=== design 1 ===
--- config.mk ---
export PLATFORM = sky130hd
export DESIGN_NAME = tmds_align_ctrl
export DESIGN_NICKNAME = d
export VERILOG_FILES = /design/src/rtl/tmds_align_ctrl.sv
export SDC_FILE = /design/constraint.sdc
export NUM_CORES = 1
export LEC_CHECK = 0
export ABC_AREA = 1
export CAP_MARGIN = 30
export CORE_MARGIN = 5
export CORE_UTILIZATION = 40
export DETAILED_ROUTE_END_ITERATION = 8
export GPL_TIMING_DRIVEN = 1
export SYNTH_ARGS = -nofsm -noshare
export SYNTH_HDL_FRONTEND = slang
export SYNTH_SLANG_ARGS = --single-unit
--- constraint.sdc ---
create_clock -name clk_1x_in -period 6.65 [get_ports clk_1x_in]
set_clock_uncertainty 0.1 [all_clocks]
set_input_delay 0.9975 -clock clk_1x_in [delete_from_list [all_inputs] [get_ports clk_1x_in]]
set_output_delay 0.9975 -clock clk_1x_in [all_outputs]
set_load 0.1 [all_outputs]
--- src/rtl/tmds_align_ctrl.sv ---
`timescale 1ns/1ps
// Per-channel TMDS word-alignment FSMs sharing one round-robin bitslip arbiter; all outputs registered.
// Macro ALIGN_AUTO_RETRY_EN: FAIL becomes a one-cycle flag followed by a fresh hunt instead of a terminal state.
module tmds_align_ctrl #(
   parameter int unsigned ERR_THRESH    = 32,
   parameter int unsigned SETTLE_CYCLES = 16,
   parameter int unsigned LOCK_WINDOW   = 65535,
   parameter int unsigned MAX_SLIPS     = 20
) (
   input  logic       clk_1x_in,
   input  logic       reset_in,
   input  logic       enable_in,
   input  logic [2:0] ch_err_in,
   output logic [2:0] slip_out,
   output logic [2:0] ch_locked_out,
   output logic       all_locked_out,
   output logic [2:0] align_fail_out
);

   localparam int NCH = 3;
   localparam int SW  = $clog2(SETTLE_CYCLES + 2);
   localparam int KW  = $clog2(MAX_SLIPS + 2);

   localparam logic [15:0]   ERR_TH  = 16'(ERR_THRESH);
   localparam logic [15:0]   LOCK_W  = 16'(LOCK_WINDOW);
   localparam logic [SW-1:0] SETTLE_N = SW'(SETTLE_CYCLES);
   localparam logic [KW-1:0] SLIP_MAX = KW'(MAX_SLIPS);

   typedef enum logic [2:0] {
      ST_HUNT   = 3'd0,
      ST_REQ    = 3'd1,
      ST_SETTLE = 3'd2,
      ST_LOCKED = 3'd3,
      ST_FAIL   = 3'd4
   } state_e;

   state_e [NCH-1:0]          state_q, state_d;
   logic   [NCH-1:0][15:0]    err_cnt_q, err_cnt_d;
   logic   [NCH-1:0][15:0]    clean_cnt_q, clean_cnt_d;
   logic   [NCH-1:0][SW-1:0]  settle_cnt_q, settle_cnt_d;
   logic   [NCH-1:0][KW-1:0]  slip_cnt_q, slip_cnt_d;
   logic   [1:0]              ptr_q, ptr_d;
   logic   [NCH-1:0]          slip_q, slip_d;
   logic   [NCH-1:0]          locked_q, locked_d;
   logic   [NCH-1:0]          fail_q, fail_d;
   logic                      all_locked_q, all_locked_d;
   logic   [NCH-1:0]          grant;
   logic   [1:0]              cand0, cand1, cand2;

   function automatic logic [15:0] sat_inc16(input logic [15:0] v);
      return (v == 16'hFFFF) ? v : v + 16'd1;
   endfunction

   function automatic logic [1:0] next_ch(input logic [1:0] v);
      return (v == 2'd2) ? 2'd0 : v + 2'd1;
   endfunction

   // Round-robin: search from the pointer, first channel waiting in REQ wins.
   always_comb begin
      grant = '0;
      cand0 = ptr_q;
      cand1 = next_ch(cand0);
      cand2 = next_ch(cand1);
      if (state_q[cand0] == ST_REQ)      grant[cand0] = 1'b1;
      else if (state_q[cand1] == ST_REQ) grant[cand1] = 1'b1;
      else if (state_q[cand2] == ST_REQ) grant[cand2] = 1'b1;
   end

   always_comb begin
      ptr_d = ptr_q;
      for (int i = 0; i < NCH; i++) begin
         state_d[i]      = state_q[i];
         err_cnt_d[i]    = err_cnt_q[i];
         clean_cnt_d[i]  = clean_cnt_q[i];
         settle_cnt_d[i] = settle_cnt_q[i];
         slip_cnt_d[i]   = slip_cnt_q[i];
         slip_d[i]       = 1'b0;
         locked_d[i]     = locked_q[i];
         fail_d[i]       = fail_q[i];

         if (grant[i]) ptr_d = next_ch(2'(i));

         case (state_q[i])
            ST_HUNT: begin
               if (ch_err_in[i]) begin
                  err_cnt_d[i]   = sat_inc16(err_cnt_q[i]);
                  clean_cnt_d[i] = '0;
               end else begin
                  clean_cnt_d[i] = sat_inc16(clean_cnt_q[i]);
               end
               if (err_cnt_d[i] >= ERR_TH) begin
                  state_d[i] = ST_REQ;
               end else if (clean_cnt_d[i] >= LOCK_W) begin
                  state_d[i]     = ST_LOCKED;
                  locked_d[i]    = 1'b1;
                  err_cnt_d[i]   = '0;
                  clean_cnt_d[i] = '0;
                  slip_cnt_d[i]  = '0;
               end
            end
            ST_REQ: begin
               if (grant[i]) begin
                  err_cnt_d[i]    = '0;
                  clean_cnt_d[i]  = '0;
                  settle_cnt_d[i] = '0;
                  // One more slip would exceed the budget: give up without pulsing.
                  if (slip_cnt_q[i] >= SLIP_MAX) begin
                     state_d[i] = ST_FAIL;
                     fail_d[i]  = 1'b1;
                  end else begin
                     state_d[i]    = ST_SETTLE;
                     slip_d[i]     = 1'b1;
                     slip_cnt_d[i] = slip_cnt_q[i] + KW'(1);
                  end
               end
            end
            ST_SETTLE: begin
               if (settle_cnt_q[i] == SETTLE_N) state_d[i] = ST_HUNT;
               else                             settle_cnt_d[i] = settle_cnt_q[i] + SW'(1);
            end
            ST_LOCKED: begin
               if (ch_err_in[i]) begin
                  err_cnt_d[i]   = sat_inc16(err_cnt_q[i]);
                  clean_cnt_d[i] = '0;
               end else begin
                  clean_cnt_d[i] = sat_inc16(clean_cnt_q[i]);
               end
               if (err_cnt_d[i] >= ERR_TH) begin
                  state_d[i]     = ST_HUNT;
                  locked_d[i]    = 1'b0;
                  err_cnt_d[i]   = '0;
                  clean_cnt_d[i] = '0;
                  slip_cnt_d[i]  = '0;
               end else if (clean_cnt_d[i] >= LOCK_W) begin
                  err_cnt_d[i]   = '0;
                  clean_cnt_d[i] = '0;
               end
            end
            ST_FAIL: begin
`ifdef ALIGN_AUTO_RETRY_EN
               state_d[i]    = ST_HUNT;
               fail_d[i]     = 1'b0;
               slip_cnt_d[i] = '0;
`else
               fail_d[i]     = 1'b1;
`endif
            end
            default: state_d[i] = ST_HUNT;
         endcase

         if (!enable_in) begin
            state_d[i]      = ST_HUNT;
            err_cnt_d[i]    = '0;
            clean_cnt_d[i]  = '0;
            settle_cnt_d[i] = '0;
            slip_cnt_d[i]   = '0;
            slip_d[i]       = 1'b0;
            locked_d[i]     = 1'b0;
            fail_d[i]       = 1'b0;
         end
      end
      if (!enable_in) ptr_d = 2'd0;
      all_locked_d = &locked_d;
   end

   always_ff @(posedge clk_1x_in or posedge reset_in) begin
      if (reset_in) begin
         for (int i = 0; i < NCH; i++) state_q[i] <= ST_HUNT;
         err_cnt_q    <= '0;
         clean_cnt_q  <= '0;
         settle_cnt_q <= '0;
         slip_cnt_q   <= '0;
         ptr_q        <= 2'd0;
         slip_q       <= '0;
         locked_q     <= '0;
         fail_q       <= '0;
         all_locked_q <= 1'b0;
      end else begin
         state_q      <= state_d;
         err_cnt_q    <= err_cnt_d;
         clean_cnt_q  <= clean_cnt_d;
         settle_cnt_q <= settle_cnt_d;
         slip_cnt_q   <= slip_cnt_d;
         ptr_q        <= ptr_d;
         slip_q       <= slip_d;
         locked_q     <= locked_d;
         fail_q       <= fail_d;
         all_locked_q <= all_locked_d;
      end
   end

   assign slip_out       = slip_q;
   assign ch_locked_out  = locked_q;
   assign all_locked_out = all_locked_q;
   assign align_fail_out = fail_q;

endmodule

=== design 2 ===
==> config.mk <==
export PLATFORM = sky130hd
export DESIGN_NAME = host_uart_frame_assembler_flat
export DESIGN_NICKNAME = d
export VERILOG_FILES = /design/src/rtl/host_frame_pkg.sv /design/src/rtl/host_uart_frame_assembler_if.sv /design/src/rtl/host_frame_timeout_counter.sv /design/src/rtl/host_uart_frame_assembler.sv /design/src/flat_wrapper.sv
export SDC_FILE = /design/constraint.sdc
export NUM_CORES = 2
export LEC_CHECK = 0
export ABC_AREA = 1
export CELL_PAD_IN_SITES_DETAIL_PLACEMENT = 1
export CELL_PAD_IN_SITES_GLOBAL_PLACEMENT = 1
export CORE_AREA = 8 8 401 403
export CTS_CLUSTER_SIZE = 12
export DETAILED_ROUTE_END_ITERATION = 6
export DIE_AREA = 0 0 409 411
export PLACE_DENSITY_LB_ADDON = 0.25
export SYNTH_ARGS = -nofsm -noshare
export SYNTH_HDL_FRONTEND = slang
export SYNTH_SLANG_ARGS = --single-unit
==> constraint.sdc <==
create_clock -name clk -period 7.7 [get_ports clk]
set_clock_uncertainty 0.15 [all_clocks]
set_input_delay 1.925 -clock clk [delete_from_list [all_inputs] [get_ports clk]]
set_output_delay 1.925 -clock clk [all_outputs]
set_load 0.1 [all_outputs]
==> src/rtl/host_frame_pkg.sv <==
// rtl/host_frame_pkg.sv - shared types and constants for the host UART frame assembler
// Purpose: frame geometry constants, FSM state encoding and the helper that maps
//          a payload byte index to the MSB position of that byte in the frame.
// Ports:   none (package).
package host_frame_pkg;

  localparam int unsigned MAX_BYTES  = 128;
  localparam int unsigned FRAME_BITS = MAX_BYTES * 8;
  localparam int unsigned CNT_W      = $clog2(MAX_BYTES + 1);
  localparam int unsigned BIT_W      = $clog2(FRAME_BITS);

  typedef enum logic [2:0] {
    IDLE,
    COLLECT,
    LAUNCH,
    WAIT_LOW,
    WAIT_HIGH
  } state_t;

  // Payload byte 0 lands in the frame MSBs, so byte k starts at FRAME_BITS-1-8k.
  function automatic logic [BIT_W-1:0] byte_msb(input logic [CNT_W-1:0] idx);
    return BIT_W'(FRAME_BITS - 1 - 8 * 32'(idx));
  endfunction

endpackage

==> src/rtl/host_uart_frame_assembler_if.sv <==
// rtl/host_uart_frame_assembler_if.sv - UART-side and pipeline-side signals of the frame assembler
// Purpose: bundles the byte input, pipeline handshake and status outputs.
// Ports:   master drives rx_byte/rx_valid/pipe_done/pipe_error and observes the rest;
//          slave (the assembler) is the mirror image.
interface host_uart_frame_assembler_if;
  import host_frame_pkg::*;

  logic [7:0]            rx_byte;
  logic                  rx_valid;
  logic                  rx_ready;
  logic                  pipe_done;
  logic                  pipe_error;
  logic [FRAME_BITS-1:0] frame_data;
  logic                  send_packet;
  logic                  frame_done;
  logic                  frame_error;
  logic                  overrun;

  modport master (
    output rx_byte, rx_valid, pipe_done, pipe_error,
    input  rx_ready, frame_data, send_packet, frame_done, frame_error, overrun
  );

  modport slave (
    input  rx_byte, rx_valid, pipe_done, pipe_error,
    output rx_ready, frame_data, send_packet, frame_done, frame_error, overrun
  );

endinterface

==> src/rtl/host_frame_timeout_counter.sv <==
// rtl/host_frame_timeout_counter.sv - saturating inter-byte idle timer
// Purpose: counts idle cycles while enabled and flags the cycle on which the
//          idle gap reaches TIMEOUT_CYCLES.
// Ports:   clk, reset (sync, active-high), clear (restart from 0),
//          enable (count this cycle), expired (combinational pulse on the
//          enabled cycle whose count equals TIMEOUT_CYCLES-1).
module host_frame_timeout_counter #(
  parameter int unsigned TIMEOUT_CYCLES = 100000
) (
  input  logic clk,
  input  logic reset,
  input  logic clear,
  input  logic enable,
  output logic expired
);

  localparam int unsigned W = (TIMEOUT_CYCLES > 1) ? $clog2(TIMEOUT_CYCLES) : 1;
  localparam logic [W-1:0] LAST = W'(TIMEOUT_CYCLES - 1);

  logic [W-1:0] timer;

  // Holds at LAST rather than wrapping, so a stuck enable cannot re-arm silently.
  always_ff @(posedge clk) begin
    if (reset || clear) begin
      timer <= '0;
    end else if (enable && (timer != LAST)) begin
      timer <= timer + W'(1);
    end
  end

  assign expired = enable && (timer == LAST);

endmodule

==> src/rtl/host_uart_frame_assembler.sv <==
// rtl/host_uart_frame_assembler.sv - collects UART bytes into a command frame and launches it
// Purpose: length-prefixed frame capture, launch pulse, pipeline completion
//          tracking and error/overrun reporting.
// Ports:   clk, reset (sync, active-high), bus (slave modport): rx_byte/rx_valid/
//          rx_ready byte input, pipe_done/pipe_error pipeline status, frame_data,
//          send_packet, frame_done, frame_error and sticky overrun outputs.
module host_uart_frame_assembler
  import host_frame_pkg::*;
#(
  parameter int unsigned TIMEOUT_CYCLES = 100000
) (
  input  logic                         clk,
  input  logic                         reset,
  host_uart_frame_assembler_if.slave   bus
);

  state_t                state, state_d;
  logic [FRAME_BITS-1:0] frame_q, frame_d;
  logic [CNT_W-1:0]      len_q, len_d;
  logic [CNT_W-1:0]      count_q, count_d;
  logic                  send_q, send_d;
  logic                  done_q, done_d;
  logic                  err_q, err_d;
  logic                  ovr_q, ovr_d;
  logic                  accepting;
  logic                  tmo_expired;

  assign accepting = (state == IDLE) || (state == COLLECT);

  // Timer only runs on idle COLLECT cycles; any byte, or leaving COLLECT, restarts it.
  host_frame_timeout_counter #(
    .TIMEOUT_CYCLES (TIMEOUT_CYCLES)
  ) u_timeout (
    .clk     (clk),
    .reset   (reset),
    .clear   ((state != COLLECT) || bus.rx_valid),
    .enable  ((state == COLLECT) && !bus.rx_valid),
    .expired (tmo_expired)
  );

  always_ff @(posedge clk) begin
    if (reset) begin
      state   <= IDLE;
      frame_q <= '0;
      len_q   <= '0;
      count_q <= '0;
      send_q  <= 1'b0;
      done_q  <= 1'b0;
      err_q   <= 1'b0;
      ovr_q   <= 1'b0;
    end else begin
      state   <= state_d;
      frame_q <= frame_d;
      len_q   <= len_d;
      count_q <= count_d;
      send_q  <= send_d;
      done_q  <= done_d;
      err_q   <= err_d;
      ovr_q   <= ovr_d;
    end
  end

  always_comb begin
    state_d = state;
    frame_d = frame_q;
    len_d   = len_q;
    count_d = count_q;
    send_d  = 1'b0;
    done_d  = 1'b0;
    err_d   = 1'b0;
    // Bytes offered while not accepting are dropped; the flag is sticky until reset.
    ovr_d   = ovr_q | (bus.rx_valid & ~accepting);

    case (state)
      IDLE: begin
        if (bus.rx_valid) begin
          if ((bus.rx_byte == 8'd0) || (32'(bus.rx_byte) > MAX_BYTES)) begin
            err_d = 1'b1;
          end else begin
            frame_d = '0;
            len_d   = CNT_W'(bus.rx_byte);
            count_d = '0;
            state_d = COLLECT;
          end
        end
      end
      COLLECT: begin
        // A byte arriving on the expiry cycle takes priority over the timeout.
        if (bus.rx_valid) begin
          frame_d[byte_msb(count_q) -: 8] = bus.rx_byte;
          count_d = count_q + CNT_W'(1);
          if (count_q == (len_q - CNT_W'(1))) begin
            send_d  = 1'b1;
            state_d = LAUNCH;
          end
        end else if (tmo_expired) begin
          err_d   = 1'b1;
          frame_d = '0;
          state_d = IDLE;
        end
      end
      LAUNCH: begin
        state_d = WAIT_LOW;
      end
      WAIT_LOW: begin
        if (!bus.pipe_done) state_d = WAIT_HIGH;
      end
      WAIT_HIGH: begin
        if (bus.pipe_done) begin
          done_d  = 1'b1;
          err_d   = bus.pipe_error;
          state_d = IDLE;
        end
      end
      default: begin
        state_d = IDLE;
      end
    endcase
  end

  assign bus.rx_ready    = accepting && !reset;
  assign bus.frame_data  = frame_q;
  assign bus.send_packet = send_q;
  assign bus.frame_done  = done_q;
  assign bus.frame_error = err_q;
  assign bus.overrun     = ovr_q;

endmodule

==> src/flat_wrapper.sv <==
// flat-port wrapper written by rule: the top's interface ports become plain ports
module host_uart_frame_assembler_flat import host_frame_pkg::*;
#(
  parameter int unsigned TIMEOUT_CYCLES = 100000
)
  (clk, reset, bus_rx_byte, bus_rx_valid, bus_pipe_done, bus_pipe_error, bus_rx_ready, bus_frame_data, bus_send_packet, bus_frame_done, bus_frame_error, bus_overrun);
  host_uart_frame_assembler_if bus_i ();
  input  logic clk;
  input  logic reset;
  input wire logic [$bits(bus_i.rx_byte)-1:0] bus_rx_byte;
  input wire logic [$bits(bus_i.rx_valid)-1:0] bus_rx_valid;
  input wire logic [$bits(bus_i.pipe_done)-1:0] bus_pipe_done;
  input wire logic [$bits(bus_i.pipe_error)-1:0] bus_pipe_error;
  output wire logic [$bits(bus_i.rx_ready)-1:0] bus_rx_ready;
  output wire logic [$bits(bus_i.frame_data)-1:0] bus_frame_data;
  output wire logic [$bits(bus_i.send_packet)-1:0] bus_send_packet;
  output wire logic [$bits(bus_i.frame_done)-1:0] bus_frame_done;
  output wire logic [$bits(bus_i.frame_error)-1:0] bus_frame_error;
  output wire logic [$bits(bus_i.overrun)-1:0] bus_overrun;
  assign bus_i.rx_byte = bus_rx_byte;
  assign bus_i.rx_valid = bus_rx_valid;
  assign bus_i.pipe_done = bus_pipe_done;
  assign bus_i.pipe_error = bus_pipe_error;
  assign bus_rx_ready = bus_i.rx_ready;
  assign bus_frame_data = bus_i.frame_data;
  assign bus_send_packet = bus_i.send_packet;
  assign bus_frame_done = bus_i.frame_done;
  assign bus_frame_error = bus_i.frame_error;
  assign bus_overrun = bus_i.overrun;
  host_uart_frame_assembler #(.TIMEOUT_CYCLES(TIMEOUT_CYCLES)) u_core (.clk(clk), .reset(reset), .bus(bus_i));
endmodule
=== design 3 ===
===== config.mk =====
export PLATFORM = sky130hd
export DESIGN_NAME = lcd_ctrl
export DESIGN_NICKNAME = d
export VERILOG_FILES = /design/src/rtl/lcd_ctrl.sv
export SDC_FILE = /design/constraint.sdc
export NUM_CORES = 1
export LEC_CHECK = 0
export CAP_MARGIN = 30
export CORE_ASPECT_RATIO = 1.1
export CORE_MARGIN = 3
export CORE_UTILIZATION = 49
export CTS_BUF_LIST = sky130_fd_sc_hd__clkbuf_4 sky130_fd_sc_hd__clkbuf_8
export DETAILED_ROUTE_END_ITERATION = 10
export PLACE_DENSITY = 0.69
export SLEW_MARGIN = 10
export SYNTH_ARGS = -nofsm -noshare
export SYNTH_HDL_FRONTEND = slang
export SYNTH_SLANG_ARGS = --single-unit

===== constraint.sdc =====
create_clock -name clk -period 4.08 [get_ports clk]
set_input_delay 0.816 -clock clk [delete_from_list [all_inputs] [get_ports clk]]
set_output_delay 0.816 -clock clk [all_outputs]
set_load 0.01 [all_outputs]

===== src/rtl/lcd_ctrl.sv =====
// ---------------------------------------------------------------------------
// lcd_ctrl -- write-only HD44780 character LCD controller, 4-bit bus mode.
//
// After reset the block waits out the LCD power-up time, then runs the fixed
// initialization sequence on its own. Four single nibbles are written, then
// four full bytes from an internal ROM. After that it accepts bytes (command
// or character) over a valid/ready handshake. Each byte goes out as two
// nibbles, each with its own E strobe, and is followed by the execution delay
// of that command.
//
// Ports:
//   clk        system clock
//   rstn       asynchronous active-low reset
//   wr_valid   write request
//   wr_rs      0 = command, 1 = data (captured at accept)
//   wr_data    byte to write (captured at accept)
//   wr_ready   controller can accept a byte this cycle
//   init_done  initialization finished, sticky until reset
//   lcd_e      LCD enable strobe
//   lcd_rs     LCD register select
//   lcd_rw     LCD read/write, always 0
//   lcd_data   LCD data bus D[7:4]
// ---------------------------------------------------------------------------
module lcd_ctrl #(
    parameter int T_PWRUP = 750000,
    parameter int T_SETUP = 2,
    parameter int T_EPW   = 12,
    parameter int T_HOLD  = 2,
    parameter int T_NIB   = 50,
    parameter int T_CMD   = 2000,
    parameter int T_CLR   = 82000,
    parameter int T_INIT1 = 205000,
    parameter int T_INIT2 = 5000
) (
    input  logic       clk,
    input  logic       rstn,
    input  logic       wr_valid,
    input  logic       wr_rs,
    input  logic [7:0] wr_data,
    output logic       wr_ready,
    output logic       init_done,
    output logic       lcd_e,
    output logic       lcd_rs,
    output logic       lcd_rw,
    output logic [3:0] lcd_data
);

    function automatic int max_of(input int a, input int b);
        return (a > b) ? a : b;
    endfunction

    localparam int T_MAX = max_of(max_of(max_of(T_PWRUP, T_SETUP), max_of(T_EPW, T_HOLD)),
                                  max_of(max_of(T_NIB, T_CMD), max_of(max_of(T_CLR, T_INIT1), T_INIT2)));
    // A phase of N cycles loads N-1, so clog2(largest) bits are enough.
    localparam int CW = (T_MAX > 2) ? $clog2(T_MAX) : 1;

    // Top-level sequence position. The four ROM bytes of the init sequence
    // reuse the WR_HI / WR_LO / WAIT path; init_done_q tells them apart.
    typedef enum logic [2:0] {
        S_PWRUP    = 3'd0,
        S_INIT_NIB = 3'd1,
        S_IDLE     = 3'd2,
        S_WR_HI    = 3'd3,
        S_WR_LO    = 3'd4,
        S_WAIT     = 3'd5
    } top_t;

    // Phase inside one nibble write; P_DLY is the wait that follows a nibble.
    typedef enum logic [1:0] {
        P_SETUP = 2'd0,
        P_PULSE = 2'd1,
        P_HOLD  = 2'd2,
        P_DLY   = 2'd3
    } ph_t;

    function automatic logic [7:0] init_rom(input logic [1:0] idx);
        logic [7:0] b;
        case (idx)
            2'd0:    b = 8'h28;   // function set: 4-bit, 2 lines, 5x8
            2'd1:    b = 8'h06;   // entry mode: increment, no shift
            2'd2:    b = 8'h0C;   // display on, cursor off
            default: b = 8'h01;   // clear display
        endcase
        return b;
    endfunction

    function automatic logic [CW-1:0] init_wait(input logic [1:0] idx);
        logic [CW-1:0] w;
        case (idx)
            2'd0:    w = CW'(T_INIT1 - 1);
            2'd1:    w = CW'(T_INIT2 - 1);
            default: w = CW'(T_CMD - 1);
        endcase
        return w;
    endfunction

    top_t          top_q, top_d;
    ph_t           ph_q, ph_d;
    logic [CW-1:0] cnt_q, cnt_d;
    logic [1:0]    idx_q, idx_d;
    logic [7:0]    byte_q, byte_d;
    logic          rs_q, rs_d;
    logic          lcd_e_q, lcd_e_d;
    logic          lcd_rs_q, lcd_rs_d;
    logic [3:0]    lcd_data_q, lcd_data_d;
    logic          ready_q, ready_d;
    logic          done_q, done_d;

    logic          nib_go_s;
    logic          nib_rs_s;
    logic [3:0]    nib_val_s;
    logic          clr_s;
    logic [1:0]    rom_idx_s;
    logic [7:0]    rom_byte_s;

    // In WAIT during init the next ROM entry is idx+1; leaving INIT_NIB starts at entry 0.
    assign rom_idx_s  = (top_q == S_WAIT) ? (idx_q + 2'd1) : 2'd0;
    assign rom_byte_s = init_rom(rom_idx_s);
    // Clear and home are the only slow commands.
    assign clr_s      = ~rs_q & ((byte_q == 8'h01) | (byte_q == 8'h02));

    // Next-state and next-output logic for the sequencer and timing counter.
    always_comb begin
        top_d      = top_q;
        ph_d       = ph_q;
        cnt_d      = cnt_q;
        idx_d      = idx_q;
        byte_d     = byte_q;
        rs_d       = rs_q;
        lcd_e_d    = lcd_e_q;
        lcd_rs_d   = lcd_rs_q;
        lcd_data_d = lcd_data_q;
        ready_d    = ready_q;
        done_d     = done_q;
        nib_go_s   = 1'b0;
        nib_rs_s   = 1'b0;
        nib_val_s  = 4'h0;

        case (top_q)
            S_PWRUP: begin
                if (cnt_q != '0) begin
                    cnt_d = cnt_q - CW'(1);
                end else begin
                    top_d     = S_INIT_NIB;
                    idx_d     = 2'd0;
                    nib_go_s  = 1'b1;
                    nib_val_s = 4'h3;
                end
            end

            S_INIT_NIB, S_WR_HI, S_WR_LO: begin
                if (cnt_q != '0) begin
                    cnt_d = cnt_q - CW'(1);
                end else begin
                    case (ph_q)
                        P_SETUP: begin
                            ph_d    = P_PULSE;
                            cnt_d   = CW'(T_EPW - 1);
                            lcd_e_d = 1'b1;
                        end
                        P_PULSE: begin
                            ph_d    = P_HOLD;
                            cnt_d   = CW'(T_HOLD - 1);
                            lcd_e_d = 1'b0;
                        end
                        P_HOLD: begin
                            if (top_q == S_INIT_NIB) begin
                                ph_d  = P_DLY;
                                cnt_d = init_wait(idx_q);
                            end else if (top_q == S_WR_HI) begin
                                ph_d  = P_DLY;
                                cnt_d = CW'(T_NIB - 1);
                            end else begin
                                top_d = S_WAIT;
                                cnt_d = clr_s ? CW'(T_CLR - 1) : CW'(T_CMD - 1);
                            end
                        end
                        default: begin   // P_DLY
                            if (top_q == S_INIT_NIB) begin
                                if (idx_q == 2'd3) begin
                                    top_d     = S_WR_HI;
                                    idx_d     = 2'd0;
                                    byte_d    = rom_byte_s;
                                    rs_d      = 1'b0;
                                    nib_go_s  = 1'b1;
                                    nib_val_s = rom_byte_s[7:4];
                                end else begin
                                    idx_d     = idx_q + 2'd1;
                                    nib_go_s  = 1'b1;
                                    nib_val_s = (idx_q == 2'd2) ? 4'h2 : 4'h3;
                                end
                            end else if (top_q == S_WR_HI) begin
                                top_d     = S_WR_LO;
                                nib_go_s  = 1'b1;
                                nib_rs_s  = rs_q;
                                nib_val_s = byte_q[3:0];
                            end else begin
                                // WR_LO never delays in place; recover via WAIT.
                                top_d = S_WAIT;
                                cnt_d = CW'(T_CMD - 1);
                            end
                        end
                    endcase
                end
            end

            S_WAIT: begin
                if (cnt_q != '0) begin
                    cnt_d = cnt_q - CW'(1);
                end else if (!done_q && (idx_q != 2'd3)) begin
                    top_d     = S_WR_HI;
                    idx_d     = rom_idx_s;
                    byte_d    = rom_byte_s;
                    rs_d      = 1'b0;
                    nib_go_s  = 1'b1;
                    nib_val_s = rom_byte_s[7:4];
                end else begin
                    top_d   = S_IDLE;
                    ready_d = 1'b1;
                    done_d  = 1'b1;
                end
            end

            S_IDLE: begin
                if (wr_valid && ready_q) begin
                    top_d     = S_WR_HI;
                    byte_d    = wr_data;
                    rs_d      = wr_rs;
                    ready_d   = 1'b0;
                    nib_go_s  = 1'b1;
                    nib_rs_s  = wr_rs;
                    nib_val_s = wr_data[7:4];
                end else begin
                    top_d = S_IDLE;
                end
            end

            default: begin
                top_d   = S_PWRUP;
                ph_d    = P_SETUP;
                cnt_d   = CW'(T_PWRUP - 1);
                lcd_e_d = 1'b0;
                ready_d = 1'b0;
                done_d  = 1'b0;
            end
        endcase

        // Bus lines only change when a nibble write begins.
        if (nib_go_s) begin
            ph_d       = P_SETUP;
            cnt_d      = CW'(T_SETUP - 1);
            lcd_e_d    = 1'b0;
            lcd_rs_d   = nib_rs_s;
            lcd_data_d = nib_val_s;
        end else begin
            lcd_rs_d   = lcd_rs_d;
        end
    end

    // State, counter and registered outputs; reset clears the pins at once.
    always_ff @(posedge clk or negedge rstn) begin
        if (!rstn) begin
            top_q      <= S_PWRUP;
            ph_q       <= P_SETUP;
            cnt_q      <= CW'(T_PWRUP - 1);
            idx_q      <= 2'd0;
            byte_q     <= 8'h00;
            rs_q       <= 1'b0;
            lcd_e_q    <= 1'b0;
            lcd_rs_q   <= 1'b0;
            lcd_data_q <= 4'h0;
            ready_q    <= 1'b0;
            done_q     <= 1'b0;
        end else begin
            top_q      <= top_d;
            ph_q       <= ph_d;
            cnt_q      <= cnt_d;
            idx_q      <= idx_d;
            byte_q     <= byte_d;
            rs_q       <= rs_d;
            lcd_e_q    <= lcd_e_d;
            lcd_rs_q   <= lcd_rs_d;
            lcd_data_q <= lcd_data_d;
            ready_q    <= ready_d;
            done_q     <= done_d;
        end
    end

    assign lcd_e     = lcd_e_q;
    assign lcd_rs    = lcd_rs_q;
    assign lcd_rw    = 1'b0;
    assign lcd_data  = lcd_data_q;
    assign wr_ready  = ready_q;
    assign init_done = done_q;

endmodule


Figure 1. Clock network drawn from the DEF (design 3).
Bar = 20 um.
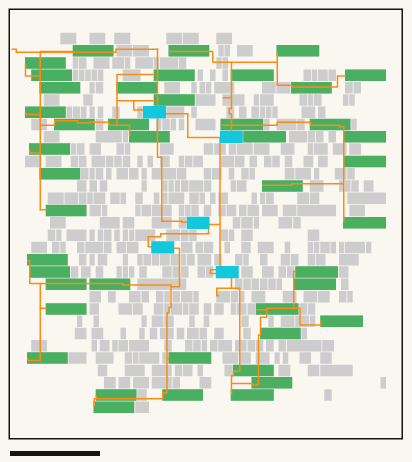
Cyan stands for cells driving clock nets, count 5. Green stands for flip-flops, count 44. Orange stands for clock wires, length 625 um.
There are 6 routed clock nets. Position of the flops: all over the die.

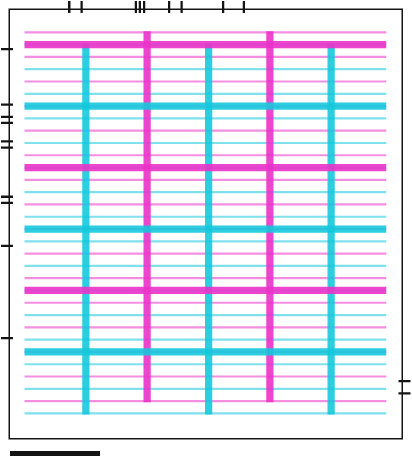
Figure 2: design 3, power grid.
Bar = 20 um. Pins as bars on the die edge.
Magenta stands for VDD. Cyan stands for VSS.
32 met1 rails follow the rows. 5 straps on met4.

==> Changelog: implementation, design 3 <==
### Changed

* Number of gates resized after cts at 0
* Area fraction in full adders, half adders and majority gates at 0.0536
* Reg-to-reg critical path endpoint: cnt_q[16]
* Worst hold path type: primary input to async pin
* Diode insertion count for antenna repair at 0
* Sink count of the clock tree at approximately 44
* Distinct cells, synth at 65
* Synth area leader: sky130_fd_sc_hd__dfrtp_1
* Vias in the first global route at about 3300
* Maximum number of pins on one net before global-route repair at 32
* Outcome: complete, no violations
* Yosys-reported design area after synthesis at roughly 0.0035 mm^2
* Final worst-path cycle share at 0.738
* Share of layout cells above drive strength 1 at 0.103
* Total half-perimeter wirelength after legalization and detailed placement at approximately 7400 um
* Worst max-slew margin expressed relative to the limit at 0.435
* Number of register bits inferred by synthesis at between 40 and 50
* Initial antenna violation count at 0
* Nonclk buf count at 27
[design 3: critical path, stage by stage, from the launching register on]
cell,delay [ps]
sky130_fd_sc_hd__dfrtp_1,690
sky130_fd_sc_hd__or2_2,500
sky130_fd_sc_hd__nor2_1,520
sky130_fd_sc_hd__o311a_1,820
sky130_fd_sc_hd__nand2_1,190
sky130_fd_sc_hd__o211ai_1,180
[design 3: state kept, by name, summed over array words and instances (netlist names)]
name,flops
wr_ready,1
lcd_data,4
top_q,3
lcd_e,1
ph_q,2
idx_q,2
rs_q,1
cnt_q,20
lcd_rs,1
byte_q,8
init_done,1
[design 3: layer usage]
metal,part of all wire,GRT usage
met1,0.42,0.349
met2,0.46,0.416
met3,0.091,0.0410
met4,0.037,0.104
met5,0,0
[design 3: metrics by stage]
step / power [mW] / setup slack, ps / std cells / hold slack (ps)
after floorplan: 0.446 / 1750 / 449 / 452
after global placement: 0.465 / 1130 / 531 / 484
after detailed placement: 0.468 / 1190 / 532 / 487
after CTS: 0.825 / 1180 / 540 / 449
after global routing: 0.846 / 946 / 540 / 458
final: 0.822 / 1070 / 540 / 437
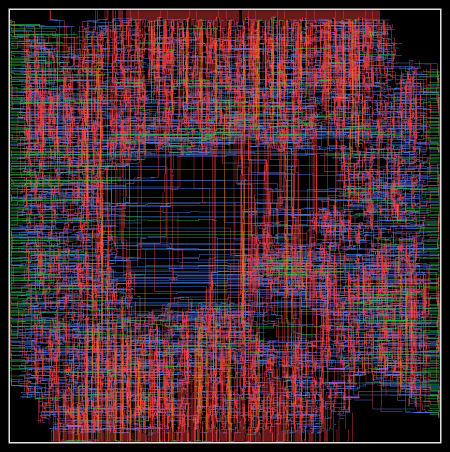
Figure 3: design 2, signal wires by layer.
Purple stands for met5, wire length 68.1 um. Orange stands for met4, wire length 11200 um. Red stands for met2, wire length 113 mm. Blue stands for met1, wire length 98.9 mm. Green stands for met3, wire length 17800 um.

==> Changelog: implementation, design 2 <==
### Changed

* Outcome: complete, no violations
* Launch point of the critical path: reset
* Placed cells at 8500
* Worst max-slew margin expressed relative to the limit at 0.119
* Number of gates resized after cts at 0
* I/O Buffers at 1041
* Mapped Nets at about 5600
* Hold path depth at 2
* Setup repair after global routing missed its margin: no
* First-iteration detailed-routing DRC count at a little over 3000
* Cell area after synthesis at around 0.043 mm^2
* Number of H-tree branching levels at 3
* Worst Hold Endpoint: u_core.bus.frame_data[168]
* Clock tree cell share of total cell area at 0.0667
* Worst Setup Path Type: primary input to primary output
* Warning total across the stage logs at 37
* Synth-to-layout area growth at 36.9%
* Die W at between 400 and 500 um
* Number of standard cells reported by yosys at approximately 5600
* Sink count of the clock tree at around 1100
* Post-route core utilization at 0.383
* PnR worst setup slack at 1900 ps
* Yosys warning total at 0
* Clock Buffer Count at 179
* Layer with the highest usage: met2
* Maxcap violations at 0
* Dpl cell area at 0.0553 mm^2
## design 2: state kept, by name, indices dropped and copies added, names as in the netlist
signal                  flops
u_core.count_q              8
u_core.state                3
u_core.bus.send_packet      1
u_core.bus.overrun          1
u_core.len_q                8
u_core.bus.frame_data    1024
u_core.bus.frame_done       1
u_core.u_timeout.timer     17
u_core.bus.frame_error      1
## design 2: critical path: stages
cell,delay [ps]
sky130_fd_sc_hd__buf_8,250
sky130_fd_sc_hd__nor2_1,330
sky130_fd_sc_hd__clkdlybuf4s50_1,1200
## design 2: kinds of logic (layout without fill, tap and decap cells)
logic type | Yosys count | in the layout | synth area share
and+or+nand+nor | 2898 | 2898 | 0.277
AOI/OAI and AO/OA | 1212 | 1212 | 0.179
DFF | 1064 | 1064 | 0.492
buffers and inverters | 422 | 1468 | 0.0461
xor gates and xnor gates | 15 | 15 | 0.00303
adders and majority gates | 8 | 8 | 0.00231
other | 0 | 3 | 0
## design 2: report_power, final
group / switching (mW) / internal [mW]
combinational: 1.08 / 0.260
clock: 2.52 / 3.28
sequential: 0.0127 / 5.51
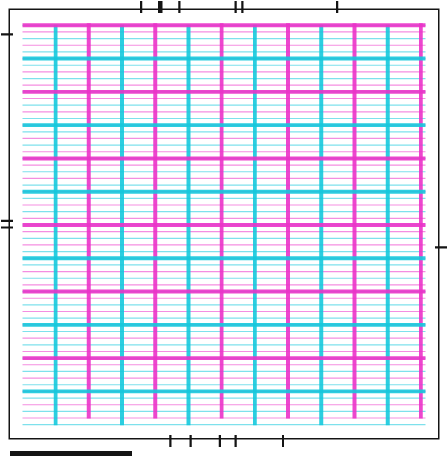
Figure 4: design 1, power grid.
Bar = 50 um. Pins as bars on the die edge.
Cyan stands for VSS. Magenta stands for VDD.
12 straps on met4. 16 signal pins sit on the boundary. 12 straps on met5. 61 met1 rails follow the rows.

==> Changelog: implementation, design 1 <==
### Changed

* Reg2reg start: clean_cnt_q[16]
* Area fraction in full adders, half adders and majority gates at 0.0207
* CP max FO at 25
* Final hold violation count at 0
* Worst hold path type: flop to flop
* Main flop type after synthesis: sky130_fd_sc_hd__dfrtp_1
* Filler cell count in the final layout at roughly 2800
* Most frequent cells after synthesis: sky130_fd_sc_hd__nand2_1 (482), sky130_fd_sc_hd__nand3_1 (215), sky130_fd_sc_hd__nor2_1 (205), sky130_fd_sc_hd__inv_1 (202), sky130_fd_sc_hd__dfrtp_1 (147)
* Met3 Wirelength at between 900 and 1000 um
* Worst max-slew margin expressed relative to the limit at 0.342
* Remaining antenna violation count after routing at 0
* Area fraction in and, or, nand and nor cells at 0.423
* Count of buffers added by post-CTS timing repair for setup at 0
* Outcome: complete, no violations
* Most frequent logic cell in the layout: sky130_fd_sc_hd__nand2_1
* Setup repair after global routing missed its margin: no
* Number of H-tree branching levels at 4
* Root buffer selected by CTS: sky130_fd_sc_hd__clkbuf_16
* Number of buffers on the longest clock path at 2
-- design 1: area by class of cell --
type	count	area (um^2)	share of cell area
clock inverters	15	170	0.0143
well taps	341	427	0.0359
clock buffers	17	425	0.0358
repair buffers	20	208	0.0175
multi-input cells	1269	6170	0.519
flip-flops and latches	147	3680	0.310
inverters	214	808	0.0680
-- design 1: power breakdown --
group | total, mW | internal, mW | switching [mW] | leakage (nW)
Combinational | 1.19 | 0.310 | 0.882 | 3.01
Sequential | 1.13 | 0.995 | 0.138 | 2.03
Clock | 1.01 | 0.565 | 0.441 | 0.293
-- design 1: worst min path at each step --
| stage | endpoint | slack [ps] | cells after the start |
|---|---|---|---|
| floorplan | state_q[7] | 360 | 2 |
| global placement | state_q[4] | 390 | 2 |
| detailed placement | state_q[4] | 390 | 2 |
| CTS | state_q[4] | 400 | 2 |
| global route | state_q[4] | 430 | 2 |
| finish | state_q[4] | 400 | 2 |
-- design 1: per-layer routing --
layer,GRT usage,vias to the layer above
met5,0,-
met4,0.0452,0
met3,0.0216,26
met2,0.293,219
met1,0.256,4848
li1,-,5396
-- design 1: critical path, delay by kind of cell --
family / cells / cell delay, ps
compound gates: 1 / 100
buf+inv: 3 / 1720
simple gates: 9 / 1360

## Gallery

Cells colored by class.
Plate I
Bar = 20 um.
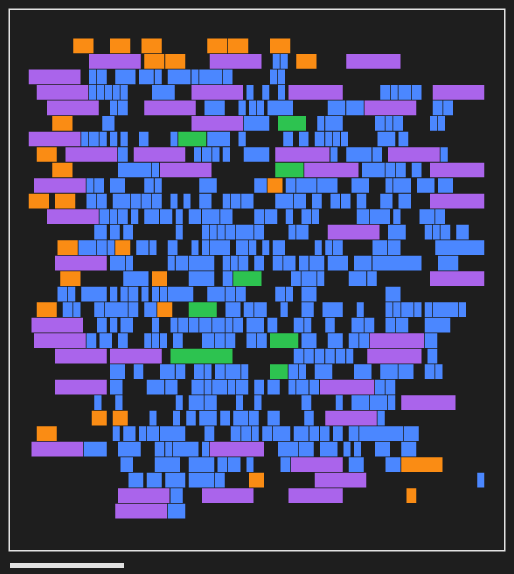
Plate II
Bar = 50 um.
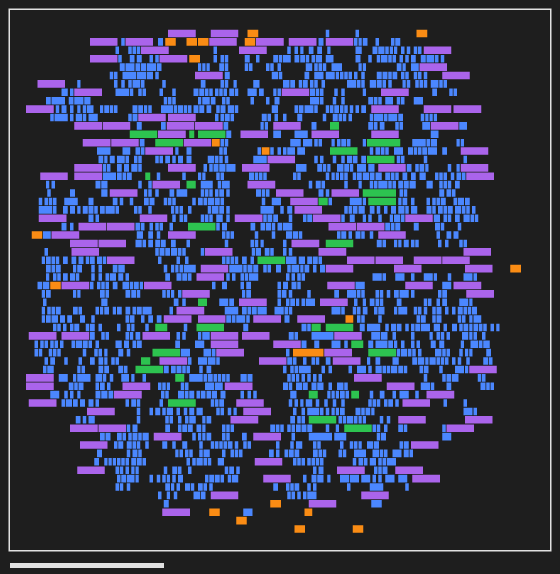
Plate III
Bar = 100 um.
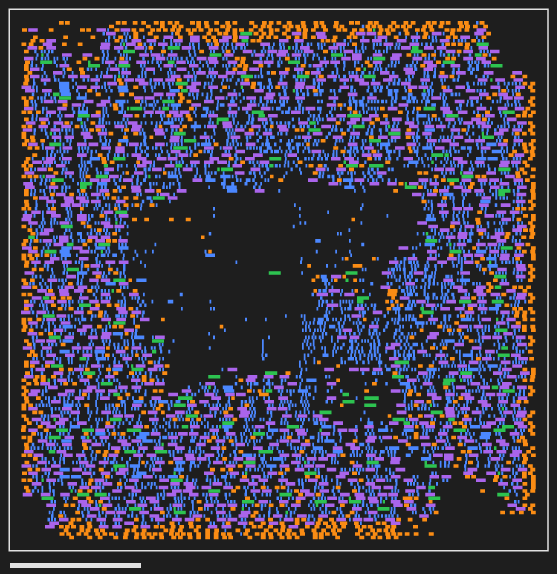
Plate III is design 2.
Plate I is design 3.
Plate II is design 1.
Of these, lowest utilization: Plate III
Of these, most cells: Plate III

Key to Plate III:
Purple stands for flip-flops, cells 1064, share of their area 38%. Blue stands for all other logic, cells 4288, share of their area 36%. Green stands for clock drivers and dummy loads, cells 223, share of their area 7.0%. Orange stands for other buffers and delay cells, cells 1090, share of their area 19%.


Power figures rest on the tool's default switching activity, not on a simulated workload.
